==================== micro_sequencer_flat
micro_sequencer_flat, cell density map:
The die is cut into 7 by 7 equal tiles; white is low, dark blue is high, 0 to 100% covered.
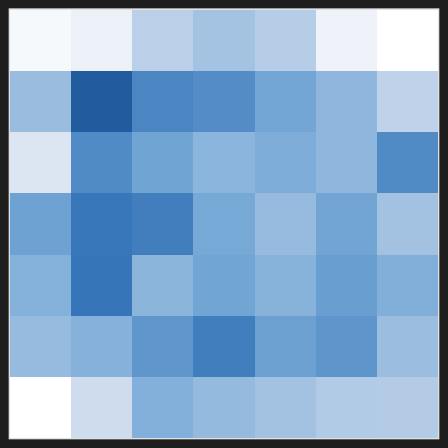

===== config.mk =====
export PLATFORM = sky130hd
export DESIGN_NAME = micro_sequencer_flat
export DESIGN_NICKNAME = d
export VERILOG_FILES = /design/src/rtl/micro_sequencer_pkg.sv /design/src/rtl/micro_sequencer_if.sv /design/src/rtl/micro_sequencer_next_addr.sv /design/src/rtl/micro_sequencer.sv /design/src/flat_wrapper.sv
export SDC_FILE = /design/constraint.sdc
export NUM_CORES = 1
export LEC_CHECK = 0
export ABC_AREA = 1
export CORE_MARGIN = 2
export CORE_UTILIZATION = 35
export DETAILED_ROUTE_END_ITERATION = 7
export GPL_ROUTABILITY_DRIVEN = 0
export PLACE_DENSITY_LB_ADDON = 0.08
export SYNTH_ARGS = -nofsm -noshare
export SYNTH_HDL_FRONTEND = slang
export SYNTH_HIERARCHICAL = 1
export SYNTH_SLANG_ARGS = --single-unit
export TNS_END_PERCENT = 10

===== constraint.sdc =====
create_clock -name MICRO_SEQUENCER_CLOCK_50 -period 2.3 [get_ports MICRO_SEQUENCER_CLOCK_50]
set_input_delay 0.69 -clock MICRO_SEQUENCER_CLOCK_50 [delete_from_list [all_inputs] [get_ports MICRO_SEQUENCER_CLOCK_50]]
set_output_delay 0.69 -clock MICRO_SEQUENCER_CLOCK_50 [all_outputs]
set_load 0.02 [all_outputs]

===== src/rtl/micro_sequencer_pkg.sv =====
// Shared definitions for the microprogram sequencer: Tipo and FSM encodings,
// decode-address field positions and the default widths and trap address.
package micro_sequencer_pkg;

    localparam int ADDR_W      = 11;
    localparam int IR_W        = 32;
    localparam int TIPO_W      = 2;
    localparam int TIMEOUT_DEF = 16;

    localparam logic [10:0] TRAP_ADDR = 11'h7F0;

    localparam int OP_HI  = 31;
    localparam int OP_LO  = 30;
    localparam int OP3_HI = 24;
    localparam int OP3_LO = 19;

    typedef enum logic [1:0] {
        TIPO_NEXT   = 2'b00,
        TIPO_JUMP   = 2'b01,
        TIPO_DECODE = 2'b10,
        TIPO_RSVD   = 2'b11
    } tipo_e;

    typedef enum logic [1:0] {
        ST_IDLE   = 2'b00,
        ST_RUN    = 2'b01,
        ST_WAIT   = 2'b10,
        ST_UNUSED = 2'b11
    } state_e;

    // Decode dispatch lands in the upper half of the control store, indexed by op/op3.
    function automatic logic [10:0] decode_addr(input logic [IR_W-1:0] ir);
        return {1'b1, ir[OP_HI:OP_LO], ir[OP3_HI:OP3_LO], 2'b00};
    endfunction

endpackage


===== src/rtl/micro_sequencer_if.sv =====
// Bus between the branch logic / memory side and the microprogram sequencer.
interface micro_sequencer_if #(
    parameter int ADDR = micro_sequencer_pkg::ADDR_W,
    parameter int IR   = micro_sequencer_pkg::IR_W,
    parameter int TIPO = micro_sequencer_pkg::TIPO_W
);

    logic [TIPO-1:0] MICRO_SEQUENCER_Tipo_InBus;
    logic [ADDR-1:0] MICRO_SEQUENCER_JumpAddr_InBus;
    logic [IR-1:0]   MICRO_SEQUENCER_IR_InBus;
    logic            MICRO_SEQUENCER_MemReq_In;
    logic            MICRO_SEQUENCER_MemAck_In;
    logic [ADDR-1:0] MICRO_SEQUENCER_MicroPC_OutBus;
    logic            MICRO_SEQUENCER_Stall_Out;
    logic            MICRO_SEQUENCER_Timeout_Out;
    logic [1:0]      MICRO_SEQUENCER_State_OutBus;

    modport master (
        output MICRO_SEQUENCER_Tipo_InBus,
        output MICRO_SEQUENCER_JumpAddr_InBus,
        output MICRO_SEQUENCER_IR_InBus,
        output MICRO_SEQUENCER_MemReq_In,
        output MICRO_SEQUENCER_MemAck_In,
        input  MICRO_SEQUENCER_MicroPC_OutBus,
        input  MICRO_SEQUENCER_Stall_Out,
        input  MICRO_SEQUENCER_Timeout_Out,
        input  MICRO_SEQUENCER_State_OutBus
    );

    modport slave (
        input  MICRO_SEQUENCER_Tipo_InBus,
        input  MICRO_SEQUENCER_JumpAddr_InBus,
        input  MICRO_SEQUENCER_IR_InBus,
        input  MICRO_SEQUENCER_MemReq_In,
        input  MICRO_SEQUENCER_MemAck_In,
        output MICRO_SEQUENCER_MicroPC_OutBus,
        output MICRO_SEQUENCER_Stall_Out,
        output MICRO_SEQUENCER_Timeout_Out,
        output MICRO_SEQUENCER_State_OutBus
    );

endinterface


===== src/rtl/micro_sequencer_next_addr.sv =====
// Combinational next-microaddress selection: sequential, jump field, or opcode decode.
module micro_next_addr
    import micro_sequencer_pkg::*;
#(
    parameter int ADDR = ADDR_W,
    parameter int IR   = IR_W,
    parameter int TIPO = TIPO_W
) (
    input  logic [TIPO-1:0] tipo,
    input  logic [ADDR-1:0] micro_pc,
    input  logic [ADDR-1:0] jump_addr,
    input  logic [IR-1:0]   ir,
    output logic [ADDR-1:0] next_addr
);

    logic [ADDR-1:0] seq_addr;
    logic [ADDR-1:0] dec_addr;
    logic            unused_ir_bits;

    assign seq_addr       = micro_pc + ADDR'(1);
    assign dec_addr       = ADDR'(decode_addr(IR_W'(ir)));
    assign unused_ir_bits = ^ir;

    // The reserved Tipo code behaves exactly like a plain sequential step.
    always_comb begin
        next_addr = seq_addr;
        case (tipo_e'(tipo[1:0]))
            TIPO_JUMP:   next_addr = jump_addr;
            TIPO_DECODE: next_addr = dec_addr;
            default:     next_addr = seq_addr;
        endcase
    end

endmodule


===== src/rtl/micro_sequencer.sv =====
// Microprogram sequencer: registered microPC, memory-wait freeze and a watchdog
// that forces a trap microaddress when an access is never acknowledged.
module micro_sequencer
    import micro_sequencer_pkg::*;
#(
    parameter int                            MICRO_SEQUENCER_ADDR    = ADDR_W,
    parameter int                            MICRO_SEQUENCER_IR      = IR_W,
    parameter int                            MICRO_SEQUENCER_TIPO    = TIPO_W,
    parameter int                            MICRO_SEQUENCER_TIMEOUT = TIMEOUT_DEF,
    parameter logic [MICRO_SEQUENCER_ADDR-1:0] MICRO_SEQUENCER_TRAP  = TRAP_ADDR
) (
    input logic              MICRO_SEQUENCER_CLOCK_50,
    input logic              MICRO_SEQUENCER_ResetInHigh_In,
    micro_sequencer_if.slave bus
);

    localparam int ADDR  = MICRO_SEQUENCER_ADDR;
    localparam int CNT_W = $clog2(MICRO_SEQUENCER_TIMEOUT) + 1;
    localparam logic [CNT_W-1:0] CNT_LAST = CNT_W'(MICRO_SEQUENCER_TIMEOUT - 1);

    logic clk;
    logic rst;
    assign clk = MICRO_SEQUENCER_CLOCK_50;
    assign rst = MICRO_SEQUENCER_ResetInHigh_In;

    state_e            state_q, state_d;
    logic [ADDR-1:0]   micro_pc_q, micro_pc_d;
    logic [CNT_W-1:0]  cnt_q, cnt_d;
    logic              timeout_q, timeout_d;
    logic              stall;
    logic [ADDR-1:0]   next_addr;
    logic              mem_req;
    logic              mem_ack;

    assign mem_req = bus.MICRO_SEQUENCER_MemReq_In;
    assign mem_ack = bus.MICRO_SEQUENCER_MemAck_In;

    micro_next_addr #(
        .ADDR (MICRO_SEQUENCER_ADDR),
        .IR   (MICRO_SEQUENCER_IR),
        .TIPO (MICRO_SEQUENCER_TIPO)
    ) u_next_addr (
        .tipo      (bus.MICRO_SEQUENCER_Tipo_InBus),
        .micro_pc  (micro_pc_q),
        .jump_addr (bus.MICRO_SEQUENCER_JumpAddr_InBus),
        .ir        (bus.MICRO_SEQUENCER_IR_InBus),
        .next_addr (next_addr)
    );

    // An ack arriving in the last allowed wait cycle takes priority over the trap.
    always_comb begin
        state_d    = state_q;
        micro_pc_d = micro_pc_q;
        cnt_d      = cnt_q;
        timeout_d  = timeout_q;
        stall      = 1'b1;
        case (state_q)
            ST_IDLE: begin
                state_d = ST_RUN;
            end
            ST_RUN: begin
                if (mem_req && !mem_ack) begin
                    cnt_d   = CNT_W'(1);
                    state_d = ST_WAIT;
                end else begin
                    stall      = 1'b0;
                    micro_pc_d = next_addr;
                end
            end
            ST_WAIT: begin
                if (mem_ack) begin
                    stall      = 1'b0;
                    micro_pc_d = next_addr;
                    cnt_d      = '0;
                    state_d    = ST_RUN;
                end else if (cnt_q == CNT_LAST) begin
                    micro_pc_d = MICRO_SEQUENCER_TRAP;
                    timeout_d  = 1'b1;
                    cnt_d      = '0;
                    state_d    = ST_RUN;
                end else begin
                    cnt_d = cnt_q + CNT_W'(1);
                end
            end
            default: begin
                state_d = ST_IDLE;
            end
        endcase
    end

    always_ff @(posedge clk or posedge rst) begin
        if (rst) begin
            state_q    <= ST_IDLE;
            micro_pc_q <= '0;
            cnt_q      <= '0;
            timeout_q  <= 1'b0;
        end else begin
            state_q    <= state_d;
            micro_pc_q <= micro_pc_d;
            cnt_q      <= cnt_d;
            timeout_q  <= timeout_d;
        end
    end

    assign bus.MICRO_SEQUENCER_MicroPC_OutBus = micro_pc_q;
    assign bus.MICRO_SEQUENCER_Stall_Out      = stall;
    assign bus.MICRO_SEQUENCER_Timeout_Out    = timeout_q;
    assign bus.MICRO_SEQUENCER_State_OutBus   = state_q;

    // The watchdog counter must never reach TIMEOUT, and the timeout flag only clears on reset.
    cnt_bounded: assert property (@(posedge clk) disable iff (rst)
        cnt_q < CNT_W'(MICRO_SEQUENCER_TIMEOUT));
    timeout_sticky: assert property (@(posedge clk) disable iff (rst)
        timeout_q |=> timeout_q);

endmodule

===== src/flat_wrapper.sv =====
// flat-port wrapper written by rule: the top's interface ports become plain ports
module micro_sequencer_flat import micro_sequencer_pkg::*;
#(
    parameter int                            MICRO_SEQUENCER_ADDR    = ADDR_W,
    parameter int                            MICRO_SEQUENCER_IR      = IR_W,
    parameter int                            MICRO_SEQUENCER_TIPO    = TIPO_W,
    parameter int                            MICRO_SEQUENCER_TIMEOUT = TIMEOUT_DEF,
    parameter logic [MICRO_SEQUENCER_ADDR-1:0] MICRO_SEQUENCER_TRAP  = TRAP_ADDR
)
  (MICRO_SEQUENCER_CLOCK_50, MICRO_SEQUENCER_ResetInHigh_In, bus_MICRO_SEQUENCER_Tipo_InBus, bus_MICRO_SEQUENCER_JumpAddr_InBus, bus_MICRO_SEQUENCER_IR_InBus, bus_MICRO_SEQUENCER_MemReq_In, bus_MICRO_SEQUENCER_MemAck_In, bus_MICRO_SEQUENCER_MicroPC_OutBus, bus_MICRO_SEQUENCER_Stall_Out, bus_MICRO_SEQUENCER_Timeout_Out, bus_MICRO_SEQUENCER_State_OutBus);
  micro_sequencer_if bus_i ();
  input logic MICRO_SEQUENCER_CLOCK_50;
  input logic MICRO_SEQUENCER_ResetInHigh_In;
  input wire logic [$bits(bus_i.MICRO_SEQUENCER_Tipo_InBus)-1:0] bus_MICRO_SEQUENCER_Tipo_InBus;
  input wire logic [$bits(bus_i.MICRO_SEQUENCER_JumpAddr_InBus)-1:0] bus_MICRO_SEQUENCER_JumpAddr_InBus;
  input wire logic [$bits(bus_i.MICRO_SEQUENCER_IR_InBus)-1:0] bus_MICRO_SEQUENCER_IR_InBus;
  input wire logic [$bits(bus_i.MICRO_SEQUENCER_MemReq_In)-1:0] bus_MICRO_SEQUENCER_MemReq_In;
  input wire logic [$bits(bus_i.MICRO_SEQUENCER_MemAck_In)-1:0] bus_MICRO_SEQUENCER_MemAck_In;
  output wire logic [$bits(bus_i.MICRO_SEQUENCER_MicroPC_OutBus)-1:0] bus_MICRO_SEQUENCER_MicroPC_OutBus;
  output wire logic [$bits(bus_i.MICRO_SEQUENCER_Stall_Out)-1:0] bus_MICRO_SEQUENCER_Stall_Out;
  output wire logic [$bits(bus_i.MICRO_SEQUENCER_Timeout_Out)-1:0] bus_MICRO_SEQUENCER_Timeout_Out;
  output wire logic [$bits(bus_i.MICRO_SEQUENCER_State_OutBus)-1:0] bus_MICRO_SEQUENCER_State_OutBus;
  assign bus_i.MICRO_SEQUENCER_Tipo_InBus = bus_MICRO_SEQUENCER_Tipo_InBus;
  assign bus_i.MICRO_SEQUENCER_JumpAddr_InBus = bus_MICRO_SEQUENCER_JumpAddr_InBus;
  assign bus_i.MICRO_SEQUENCER_IR_InBus = bus_MICRO_SEQUENCER_IR_InBus;
  assign bus_i.MICRO_SEQUENCER_MemReq_In = bus_MICRO_SEQUENCER_MemReq_In;
  assign bus_i.MICRO_SEQUENCER_MemAck_In = bus_MICRO_SEQUENCER_MemAck_In;
  assign bus_MICRO_SEQUENCER_MicroPC_OutBus = bus_i.MICRO_SEQUENCER_MicroPC_OutBus;
  assign bus_MICRO_SEQUENCER_Stall_Out = bus_i.MICRO_SEQUENCER_Stall_Out;
  assign bus_MICRO_SEQUENCER_Timeout_Out = bus_i.MICRO_SEQUENCER_Timeout_Out;
  assign bus_MICRO_SEQUENCER_State_OutBus = bus_i.MICRO_SEQUENCER_State_OutBus;
  micro_sequencer #(.MICRO_SEQUENCER_ADDR(MICRO_SEQUENCER_ADDR), .MICRO_SEQUENCER_IR(MICRO_SEQUENCER_IR), .MICRO_SEQUENCER_TIPO(MICRO_SEQUENCER_TIPO), .MICRO_SEQUENCER_TIMEOUT(MICRO_SEQUENCER_TIMEOUT), .MICRO_SEQUENCER_TRAP(MICRO_SEQUENCER_TRAP)) u_core (.MICRO_SEQUENCER_CLOCK_50(MICRO_SEQUENCER_CLOCK_50), .MICRO_SEQUENCER_ResetInHigh_In(MICRO_SEQUENCER_ResetInHigh_In), .bus(bus_i));
endmodule

==================== jpeg_quant_zz
File: config.mk
export PLATFORM = sky130hd
export DESIGN_NAME = jpeg_quant_zz
export DESIGN_NICKNAME = d
export VERILOG_FILES = /design/src/rtl/jpeg_enc_pkg.sv /design/src/rtl/jpeg_quant_mul.sv /design/src/rtl/jpeg_quant_zz.sv
export SDC_FILE = /design/constraint.sdc
export NUM_CORES = 1
export LEC_CHECK = 0
export CAP_MARGIN = 30
export CORE_ASPECT_RATIO = 0.5
export CORE_MARGIN = 2
export CORE_UTILIZATION = 30
export DETAILED_ROUTE_END_ITERATION = 8
export PLACE_DENSITY_LB_ADDON = 0.2
export SETUP_SLACK_MARGIN = 0.15
export SYNTH_ARGS = -nofsm -noshare
export SYNTH_HDL_FRONTEND = slang
export SYNTH_SLANG_ARGS = --single-unit
File: constraint.sdc
create_clock -name clk -period 2.83 [get_ports clk]
set_input_delay 0.4245 -clock clk [delete_from_list [all_inputs] [get_ports clk]]
set_output_delay 0.4245 -clock clk [all_outputs]
set_load 0.01 [all_outputs]
File: src/rtl/jpeg_enc_pkg.sv
// Shared widths, FSM state encoding and saturation limits for the JPEG
// quantise/zigzag datapath.
package jpeg_enc_pkg;

    localparam int unsigned DCT_W    = 18;   // signed DCT coefficient
    localparam int unsigned COEF_W   = 15;   // quantised zigzag coefficient
    localparam int unsigned FDTBL_W  = 8;    // unsigned quantiser reciprocal
    localparam int unsigned BLK_SIZE = 64;   // coefficients per 8x8 block
    localparam int unsigned IDX_W    = 6;    // block index width
    localparam int unsigned PROD_W   = DCT_W + FDTBL_W + 1;

    localparam int SAT_MAX = 16383;
    localparam int SAT_MIN = -16384;

    typedef enum logic [1:0] {
        IDLE  = 2'd0,
        RUN   = 2'd1,
        FLUSH = 2'd2,
        DONE  = 2'd3
    } state_t;

endpackage

File: src/rtl/jpeg_quant_mul.sv
// Quantiser back end: registered multiply, then round-half-up, arithmetic
// shift and 15-bit reduction (saturate when JPEG_QUANT_SAT_EN is defined,
// otherwise two's-complement wrap).
// Ports:
//   clk, reset_n            clock, async active-low reset
//   in_valid, in_idx        stage-2 valid and zigzag index
//   dct, fdtbl              coefficient and reciprocal (valid with in_valid)
//   out_valid, out_idx      write strobe and address
//   out_data                reduced coefficient
module jpeg_quant_mul
    import jpeg_enc_pkg::*;
#(
    parameter int unsigned SHIFT = 10
) (
    input  logic                     clk,
    input  logic                     reset_n,
    input  logic                     in_valid,
    input  logic [IDX_W-1:0]         in_idx,
    input  logic signed [DCT_W-1:0]  dct,
    input  logic [FDTBL_W-1:0]       fdtbl,
    output logic                     out_valid,
    output logic [IDX_W-1:0]         out_idx,
    output logic [COEF_W-1:0]        out_data
);

    localparam int unsigned RND_W = PROD_W + 1;
    localparam int          HALF  = 1 << (SHIFT - 1);

    logic signed [PROD_W-1:0] prod_d;
    logic signed [PROD_W-1:0] prod_q;
    logic signed [RND_W-1:0]  rnd;
    logic signed [RND_W-1:0]  shifted;

    // Reciprocal is unsigned: zero-extend before the signed multiply.
    assign prod_d = PROD_W'(dct) * PROD_W'($signed({1'b0, fdtbl}));

    // Stage 2 register; index and product hold their last value when idle.
    always_ff @(posedge clk or negedge reset_n) begin
        if (!reset_n) begin
            prod_q    <= '0;
            out_idx   <= '0;
            out_valid <= 1'b0;
        end else begin
            out_valid <= in_valid;
            if (in_valid) begin
                prod_q  <= prod_d;
                out_idx <= in_idx;
            end
        end
    end

    assign rnd     = RND_W'(prod_q) + RND_W'(HALF);
    assign shifted = rnd >>> SHIFT;

`ifdef JPEG_QUANT_SAT_EN
    // Clamp to the 15-bit signed range.
    always_comb begin
        out_data = COEF_W'(shifted);
        if (shifted > RND_W'(SAT_MAX)) begin
            out_data = COEF_W'(SAT_MAX);
        end else if (shifted < RND_W'(SAT_MIN)) begin
            out_data = COEF_W'(SAT_MIN);
        end
    end
`else
    // Wrap: keep the low bits, upper bits intentionally dropped.
    logic unused_hi_bits;
    assign unused_hi_bits = ^shifted[RND_W-1:COEF_W];

    always_comb begin
        out_data = shifted[COEF_W-1:0];
    end
`endif

endmodule

File: src/rtl/jpeg_quant_zz.sv
// Quantise one 8x8 DCT block and write it in zigzag order.
// Optional feature: define JPEG_QUANT_SAT_EN for saturating 15-bit output
// (default build wraps).
// Ports:
//   clk, reset_n                clock, async active-low reset
//   start, comp                 block request and table select (0=Y, 1=UV)
//   busy, done                  status / completion pulse
//   zzidx_rom_a/_d              zigzag index ROM (registered data)
//   dctdu_ram_ar/_do            DCT coefficient RAM read port
//   fdtbl_rom_a/_d              reciprocal ROM ({comp, index})
//   zzdu_ram_aw/_di/_we         zigzag coefficient RAM write port
module jpeg_quant_zz
    import jpeg_enc_pkg::*;
#(
    parameter int unsigned SHIFT = 10
) (
    input  logic                     clk,
    input  logic                     reset_n,
    input  logic                     start,
    input  logic                     comp,
    output logic                     busy,
    output logic                     done,
    output logic [IDX_W-1:0]         zzidx_rom_a,
    input  logic [IDX_W-1:0]         zzidx_rom_d,
    output logic [IDX_W-1:0]         dctdu_ram_ar,
    input  logic signed [DCT_W-1:0]  dctdu_ram_do,
    output logic [IDX_W:0]           fdtbl_rom_a,
    input  logic [FDTBL_W-1:0]       fdtbl_rom_d,
    output logic [IDX_W-1:0]         zzdu_ram_aw,
    output logic [COEF_W-1:0]        zzdu_ram_di,
    output logic                     zzdu_ram_we
);

    localparam logic [IDX_W-1:0] LAST_K = IDX_W'(BLK_SIZE - 1);

    state_t           state_q, state_d;
    logic             comp_q;
    logic [IDX_W-1:0] k_q;
    logic             busy_q, done_q;
    logic             s1_valid_q, s2_valid_q;
    logic [IDX_W-1:0] s1_k_q, s2_k_q;
    logic [IDX_W-1:0] ar_hold_q;
    logic [IDX_W:0]   fa_hold_q;

    // State register.
    always_ff @(posedge clk or negedge reset_n) begin
        if (!reset_n) begin
            state_q <= IDLE;
        end else begin
            state_q <= state_d;
        end
    end

    // Next state: FLUSH waits for the last write to leave the pipeline.
    always_comb begin
        state_d = state_q;
        case (state_q)
            IDLE:    if (start) state_d = RUN;
            RUN:     if (k_q == LAST_K) state_d = FLUSH;
            FLUSH:   if (zzdu_ram_we && (zzdu_ram_aw == LAST_K)) state_d = DONE;
            DONE:    state_d = IDLE;
            default: state_d = IDLE;
        endcase
    end

    // Status flags, table select and zigzag ROM address sequencing.
    always_ff @(posedge clk or negedge reset_n) begin
        if (!reset_n) begin
            busy_q <= 1'b0;
            done_q <= 1'b0;
            comp_q <= 1'b0;
            k_q    <= '0;
        end else begin
            busy_q <= (state_d == RUN) || (state_d == FLUSH);
            done_q <= (state_d == DONE);
            if ((state_q == IDLE) && start) begin
                comp_q <= comp;
                k_q    <= '0;
            end else if ((state_q == RUN) && (k_q != LAST_K)) begin
                k_q <= k_q + IDX_W'(1);
            end
        end
    end

    // Valid/index pipeline tracking the external ROM/RAM latencies.
    always_ff @(posedge clk or negedge reset_n) begin
        if (!reset_n) begin
            s1_valid_q <= 1'b0;
            s2_valid_q <= 1'b0;
            s1_k_q     <= '0;
            s2_k_q     <= '0;
            ar_hold_q  <= '0;
            fa_hold_q  <= '0;
        end else begin
            s1_valid_q <= (state_q == RUN);
            s2_valid_q <= s1_valid_q;
            s1_k_q     <= k_q;
            s2_k_q     <= s1_k_q;
            if (s1_valid_q) begin
                ar_hold_q <= zzidx_rom_d;
                fa_hold_q <= {comp_q, zzidx_rom_d};
            end
        end
    end

    // Stage 1 forwards the ROM data straight to the read addresses so the
    // write lands 3 cycles after its index address; the hold registers keep
    // the addresses stable (and zero after reset) outside a block.
    assign dctdu_ram_ar = s1_valid_q ? zzidx_rom_d : ar_hold_q;
    assign fdtbl_rom_a  = s1_valid_q ? {comp_q, zzidx_rom_d} : fa_hold_q;

    assign zzidx_rom_a = k_q;
    assign busy        = busy_q;
    assign done        = done_q;

    jpeg_quant_mul #(
        .SHIFT (SHIFT)
    ) u_mul (
        .clk       (clk),
        .reset_n   (reset_n),
        .in_valid  (s2_valid_q),
        .in_idx    (s2_k_q),
        .dct       (dctdu_ram_do),
        .fdtbl     (fdtbl_rom_d),
        .out_valid (zzdu_ram_we),
        .out_idx   (zzdu_ram_aw),
        .out_data  (zzdu_ram_di)
    );

endmodule

==================== xmem_port_arbiter
[config.mk]
export PLATFORM = sky130hd
export DESIGN_NAME = xmem_port_arbiter
export DESIGN_NICKNAME = d
export VERILOG_FILES = /design/src/rtl/bnn_mem_pkg.sv /design/src/rtl/xarb_starve_ctr.sv /design/src/rtl/xmem_port_arbiter.sv
export SDC_FILE = /design/constraint.sdc
export NUM_CORES = 1
export LEC_CHECK = 0
export ABC_AREA = 1
export CORE_ASPECT_RATIO = 1.4
export CORE_MARGIN = 4
export CORE_UTILIZATION = 35
export DETAILED_ROUTE_END_ITERATION = 6
export PLACE_DENSITY_LB_ADDON = 0.1
export REMOVE_ABC_BUFFERS = 1
export SLEW_MARGIN = 20
export SYNTH_ARGS = -nofsm -noshare
export SYNTH_HDL_FRONTEND = slang
export SYNTH_SLANG_ARGS = --single-unit
export TNS_END_PERCENT = 30
[constraint.sdc]
create_clock -name clk -period 4 [get_ports clk]
set_input_delay 1 -clock clk [delete_from_list [all_inputs] [get_ports clk]]
set_output_delay 1 -clock clk [all_outputs]
set_load 0.02 [all_outputs]
[src/rtl/bnn_mem_pkg.sv]
// Shared X-memory widths, arbiter state encoding and requester IDs for the BNN activation
// scratchpad.
package bnn_mem_pkg;

  localparam int unsigned DEF_X_ADDR_LEN = 10;
  localparam int unsigned DEF_X_DATA_LEN = 1;
  localparam int unsigned DEF_X_SEL_LEN  = 2;
  localparam int unsigned DEF_MAX_WAIT   = 64;

  localparam logic [2:0] ST_IDLE       = 3'd0;
  localparam logic [2:0] ST_OWN_H      = 3'd1;
  localparam logic [2:0] ST_OWN_E      = 3'd2;
  localparam logic [2:0] ST_WR_PRESET  = 3'd3;
  localparam logic [2:0] ST_WR_STROBE  = 3'd4;
  localparam logic [2:0] ST_WR_FINISH  = 3'd5;
  localparam logic [2:0] ST_RD_CAPTURE = 3'd6;

  typedef enum logic [2:0] {
    StIdle      = ST_IDLE,
    StOwnH      = ST_OWN_H,
    StOwnE      = ST_OWN_E,
    StWrPreset  = ST_WR_PRESET,
    StWrStrobe  = ST_WR_STROBE,
    StWrFinish  = ST_WR_FINISH,
    StRdCapture = ST_RD_CAPTURE
  } xarb_state_e;

  localparam logic REQ_HOST = 1'b0;
  localparam logic REQ_ENG  = 1'b1;

  // True while a memory access sequence is in flight.
  function automatic logic is_seq(xarb_state_e s);
    return (s == StWrPreset) || (s == StWrStrobe) || (s == StWrFinish) ||
           (s == StRdCapture);
  endfunction

endpackage

[src/rtl/xarb_starve_ctr.sv]
// Saturating count of cycles the host has waited for the X port; hit flags saturation.
module xarb_starve_ctr #(
  parameter int unsigned MAX_WAIT = 64
) (
  input  logic clk,
  input  logic rst,
  input  logic inc,
  input  logic clr,
  output logic hit
);

  localparam int unsigned CntW = $clog2(MAX_WAIT + 1);

  logic [CntW-1:0] cnt_q;

  assign hit = (cnt_q == CntW'(MAX_WAIT));

  always_ff @(posedge clk) begin
    if (rst) begin
      cnt_q <= '0;
    end else if (clr) begin
      cnt_q <= '0;
    end else if (inc && !hit) begin
      cnt_q <= cnt_q + 1'b1;
    end
  end

endmodule

[src/rtl/xmem_port_arbiter.sv]
// Host/engine arbiter for the single-port X scratchpad with burst grants and a host starvation
// guard. Optional grant/conflict statistics are built when XARB_STATS_EN is defined.
module xmem_port_arbiter
  import bnn_mem_pkg::*;
#(
  parameter int unsigned X_ADDR_LEN = DEF_X_ADDR_LEN,
  parameter int unsigned X_DATA_LEN = DEF_X_DATA_LEN,
  parameter int unsigned X_SEL_LEN  = DEF_X_SEL_LEN,
  parameter int unsigned MAX_WAIT   = DEF_MAX_WAIT
) (
  input  logic                  clk,
  input  logic                  rst,
  input  logic                  host_req,
  output logic                  host_gnt,
  input  logic                  host_acc,
  input  logic                  host_we,
  input  logic [X_ADDR_LEN-1:0] host_addr,
  input  logic [X_SEL_LEN-1:0]  host_sel,
  input  logic [X_DATA_LEN-1:0] host_wdata,
  output logic                  host_done,
  output logic [X_DATA_LEN-1:0] host_rdata,
  input  logic                  eng_req,
  output logic                  eng_gnt,
  input  logic                  eng_acc,
  input  logic                  eng_we,
  input  logic [X_ADDR_LEN-1:0] eng_addr,
  input  logic [X_SEL_LEN-1:0]  eng_sel,
  input  logic [X_DATA_LEN-1:0] eng_wdata,
  output logic                  eng_done,
  output logic [X_DATA_LEN-1:0] eng_rdata,
  output logic [X_ADDR_LEN-1:0] x_addr,
  output logic [X_SEL_LEN-1:0]  x_sel,
  output logic [X_DATA_LEN-1:0] x_wdata,
  output logic                  x_wq,
  input  logic [X_DATA_LEN-1:0] x_rdata,
  output logic                  busy
`ifdef XARB_STATS_EN
  ,
  output logic [15:0]           stat_host_gnts,
  output logic [15:0]           stat_eng_gnts,
  output logic [15:0]           stat_conflicts
`endif
);

  xarb_state_e state_q, state_d;

  logic                  owner_q;
  logic [X_ADDR_LEN-1:0] x_addr_q;
  logic [X_SEL_LEN-1:0]  x_sel_q;
  logic [X_DATA_LEN-1:0] x_wdata_q;
  logic                  rd_done_q;
  logic [X_DATA_LEN-1:0] host_rdata_q, eng_rdata_q;

  logic in_seq, host_accept, eng_accept, wr_done, seq_done;
  logic starve_inc, starve_clr, starve_hit;
  logic host_win, eng_win;

  assign in_seq      = is_seq(state_q);
  assign host_gnt    = (state_q == StOwnH) || (in_seq && owner_q == REQ_HOST);
  assign eng_gnt     = (state_q == StOwnE) || (in_seq && owner_q == REQ_ENG);
  assign host_accept = (state_q == StOwnH) && host_req && host_acc;
  assign eng_accept  = (state_q == StOwnE) && eng_req && eng_acc;

  assign wr_done    = (state_q == StWrFinish);
  assign seq_done   = wr_done || rd_done_q;
  assign host_done  = seq_done && (owner_q == REQ_HOST);
  assign eng_done   = seq_done && (owner_q == REQ_ENG);
  assign host_rdata = host_rdata_q;
  assign eng_rdata  = eng_rdata_q;

  assign x_addr  = x_addr_q;
  assign x_sel   = x_sel_q;
  assign x_wdata = x_wdata_q;
  assign x_wq    = (state_q == StWrStrobe);
  assign busy    = (state_q != StIdle);

  assign host_win   = (state_q == StIdle) && (state_d == StOwnH);
  assign eng_win    = (state_q == StIdle) && (state_d == StOwnE);
  assign starve_inc = host_req && !host_gnt;
  assign starve_clr = host_win;

  xarb_starve_ctr #(
    .MAX_WAIT (MAX_WAIT)
  ) u_starve_ctr (
    .clk (clk),
    .rst (rst),
    .inc (starve_inc),
    .clr (starve_clr),
    .hit (starve_hit)
  );

  always_comb begin
    state_d = state_q;
    unique case (state_q)
      StIdle: begin
        if (host_req && eng_req) begin
          state_d = starve_hit ? StOwnH : StOwnE;
        end else if (eng_req) begin
          state_d = StOwnE;
        end else if (host_req) begin
          state_d = StOwnH;
        end
      end
      StOwnH: begin
        if (!host_req) begin
          state_d = StIdle;
        end else if (host_acc) begin
          state_d = host_we ? StWrPreset : StRdCapture;
        end
      end
      StOwnE: begin
        if (!eng_req) begin
          state_d = StIdle;
        end else if (eng_acc) begin
          state_d = eng_we ? StWrPreset : StRdCapture;
        end
      end
      StWrPreset:  state_d = StWrStrobe;
      StWrStrobe:  state_d = StWrFinish;
      StWrFinish:  state_d = (owner_q == REQ_HOST) ? StOwnH : StOwnE;
      StRdCapture: state_d = (owner_q == REQ_HOST) ? StOwnH : StOwnE;
      default:     state_d = StIdle;
    endcase
  end

  always_ff @(posedge clk) begin
    if (rst) begin
      state_q      <= StIdle;
      owner_q      <= REQ_HOST;
      x_addr_q     <= '0;
      x_sel_q      <= '0;
      x_wdata_q    <= '0;
      rd_done_q    <= 1'b0;
      host_rdata_q <= '0;
      eng_rdata_q  <= '0;
    end else begin
      state_q   <= state_d;
      rd_done_q <= (state_q == StRdCapture);
      if (host_accept) begin
        owner_q   <= REQ_HOST;
        x_addr_q  <= host_addr;
        x_sel_q   <= host_sel;
        x_wdata_q <= host_wdata;
      end else if (eng_accept) begin
        owner_q   <= REQ_ENG;
        x_addr_q  <= eng_addr;
        x_sel_q   <= eng_sel;
        x_wdata_q <= eng_wdata;
      end
      // x_rdata is expected to settle within the address cycle.
      if (state_q == StRdCapture) begin
        if (owner_q == REQ_HOST) begin
          host_rdata_q <= x_rdata;
        end else begin
          eng_rdata_q <= x_rdata;
        end
      end
    end
  end

`ifdef XARB_STATS_EN
  logic [15:0] host_gnts_q, eng_gnts_q, conflicts_q;

  always_ff @(posedge clk) begin
    if (rst) begin
      host_gnts_q <= '0;
      eng_gnts_q  <= '0;
      conflicts_q <= '0;
    end else begin
      if (host_win && host_gnts_q != 16'hFFFF) host_gnts_q <= host_gnts_q + 16'd1;
      if (eng_win && eng_gnts_q != 16'hFFFF) eng_gnts_q <= eng_gnts_q + 16'd1;
      if ((state_q == StIdle) && host_req && eng_req && conflicts_q != 16'hFFFF) begin
        conflicts_q <= conflicts_q + 16'd1;
      end
    end
  end

  assign stat_host_gnts = host_gnts_q;
  assign stat_eng_gnts  = eng_gnts_q;
  assign stat_conflicts = conflicts_q;
`endif

endmodule


==> layout pictures side by side <==
Congestion heat map.
image #1
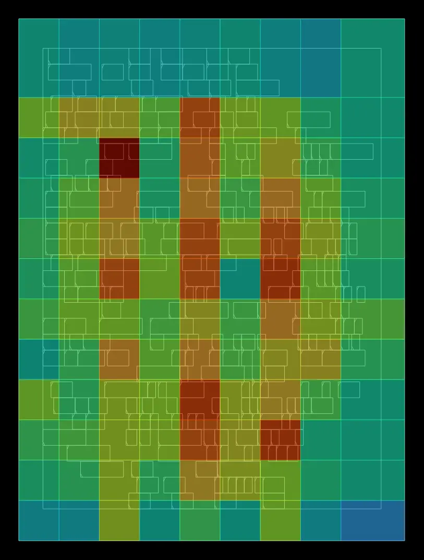
image #2
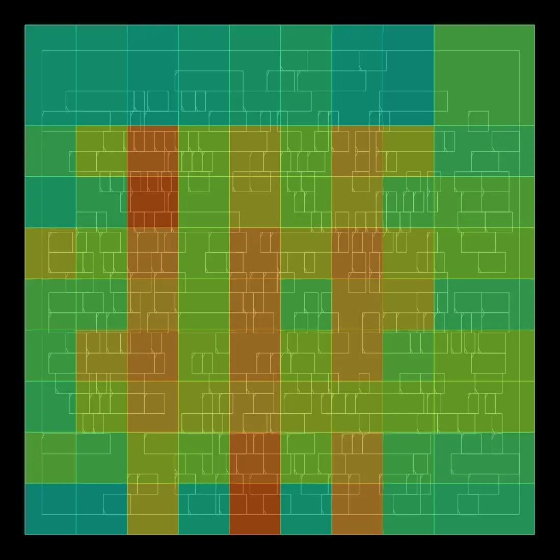
image #3
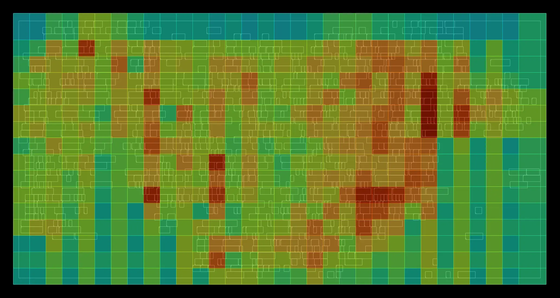
- most wire per cell: image #3
- lowest track usage: image #1
xmem_port_arbiter: image #1
jpeg_quant_zz: image #3
micro_sequencer_flat: image #2

micro_sequencer_flat, metal 1:
Supply wires on this layer in gray.
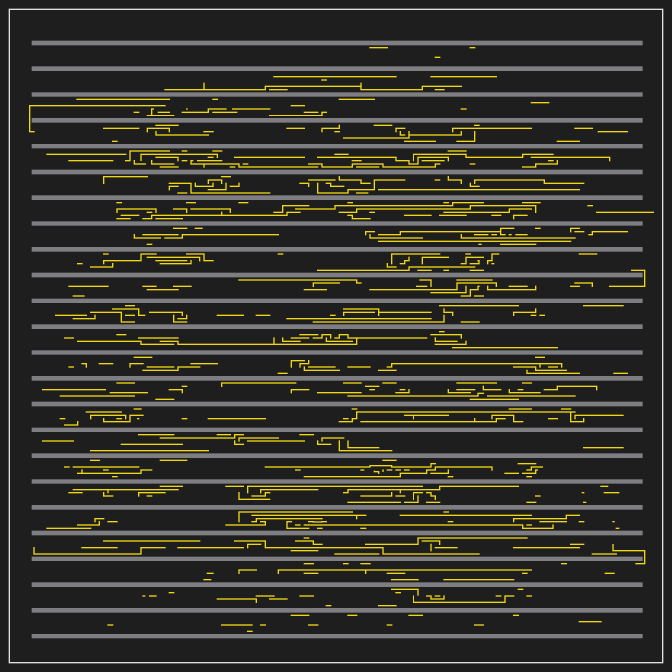
- longest straight run: 26.7 um
- main direction: horizontal
- nets with wire on the layer: 256
- wire length on this layer: 1730 um

About 'cell density map' of micro_sequencer_flat:
- densest ninth of the die: left middle
- mean over tiles: 43%
- emptiest ninth of the die: top right

==> impl_metrics.env, micro_sequencer_flat <==
# flow metrics
export IMPL_status="complete, no violations"
export IMPL_cts_root_buf="clkbuf_8"
export IMPL_worst_path_buf_inv=3
export IMPL_logic_gate_count=160
export IMPL_dpl_instance_area_um2=2030
export IMPL_top_cells_by_count="nand2_1, inv_1, dfrtp_1, nand3_1, nor2_1"
export IMPL_critPathMaxStageDelay_ns=0.49
export IMPL_yosys_area_top_type_share_pct=32.4
export IMPL_edf_count=0
export IMPL_top_logic_kind="simple AND/OR/NAND/NOR gates"
export IMPL_worst_clock_skew_ns=0.00204
export IMPL_drc=0
export IMPL_grt_pass1_wl_um=6350
export IMPL_hp_class="reg2reg"
export IMPL_num_vias=1483
export IMPL_final_cell_mix="nand2_1, clkdlybuf4s50_1, buf_4"
export IMPL_synthMuxAreaShare_pct=0
export IMPL_num_rows=23
export IMPL_die_h_um=68.8
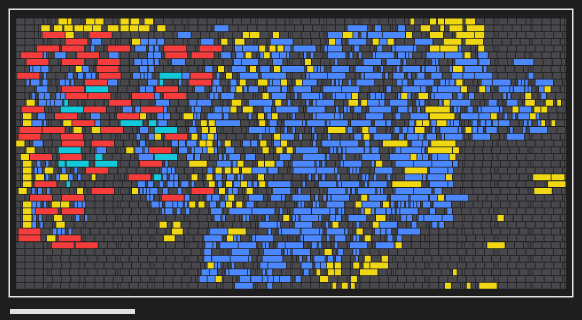
jpeg_quant_zz: cell classes on the final placement
Bar = 50 um. Fill, decap, tap and diode cells in gray.
- registers: red (cells 61; share of their area 15%)
- remaining logic cells: blue (cells 696; share of their area 61%)
- clock drivers and dummy loads: cyan (cells 16; share of their area 2.6%)
- remaining buffers and delay cells: yellow (cells 233; share of their area 22%)

==> impl_metrics.env, jpeg_quant_zz <==
# flow metrics
export IMPL_fin_ws_ns=-1.58
export IMPL_failed_checks="setup timing"
export IMPL_setup_viol=16
export IMPL_pg_seq_mw=1.60
export IMPL_p_comb_share_pct=79.4
export IMPL_num_vias=6047
export IMPL_path_depth=18
export IMPL_synth_area_per_cell_um2=9.44
export IMPL_p_int_mw=7.19
export IMPL_place_inst=1266
export IMPL_drtIter0Drc=215
export IMPL_top_logic_kind="adder cells"
export IMPL_grt_pass1_wl_um=35300
export IMPL_cts_tree="yes"
export IMPL_largest_cell_class="multi-input combinational cells"
export IMPL_grt_busiest_layer="met2"
export IMPL_ios=79
export IMPL_cts_max_level=3
export IMPL_crit_family="adder cells"
export IMPL_tapcell_inserted=315
export IMPL_status="finished with violations"
export IMPL_clkCellAreaFrac_pct=2.52
export IMPL_wl_met1_um=10600
xmem_port_arbiter, wires at chosen ports, followed through buffers:
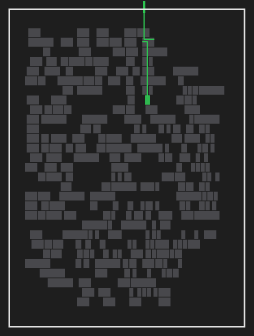
- host_gnt: green (bits 1; direction output; edge top; end cells 1; buffers 1; wire 27.8 um)

==> impl_metrics.env, xmem_port_arbiter <==
# flow metrics
export IMPL_status="complete, no violations"
export IMPL_worstHoldEndpoint="x_addr[0]"
export IMPL_startpoint="state_q[1]"
export IMPL_clkSinkCount=27
export IMPL_warning_count=26
export IMPL_hold_depth=2
export IMPL_final_core_util_pct=49.6
export IMPL_tapcell_inserted=62
export IMPL_synth_dominant_cell_count="nand2_1"
export IMPL_worstSkewPairLatency_ns=0.27
export IMPL_synth_xor_area_share_pct=1.59
export IMPL_buf_share_pct=24.6
export IMPL_logic_gate_count=151
export IMPL_area_leaders="dfxtp_1, nand2_1, o211ai_2"
export IMPL_cp_endpoint="host_gnt"
export IMPL_num_rows=29
export IMPL_io_buffers=55
export IMPL_top_logic_kind="simple AND/OR/NAND/NOR gates"
export IMPL_switchingPower_mw=0.241
export IMPL_endpoint_kind="output port"
export IMPL_cts_buffers=3
export IMPL_comb_share_pct=42.2
export IMPL_postSynthSeqShare_pct=32.7
export IMPL_setup_viol=0

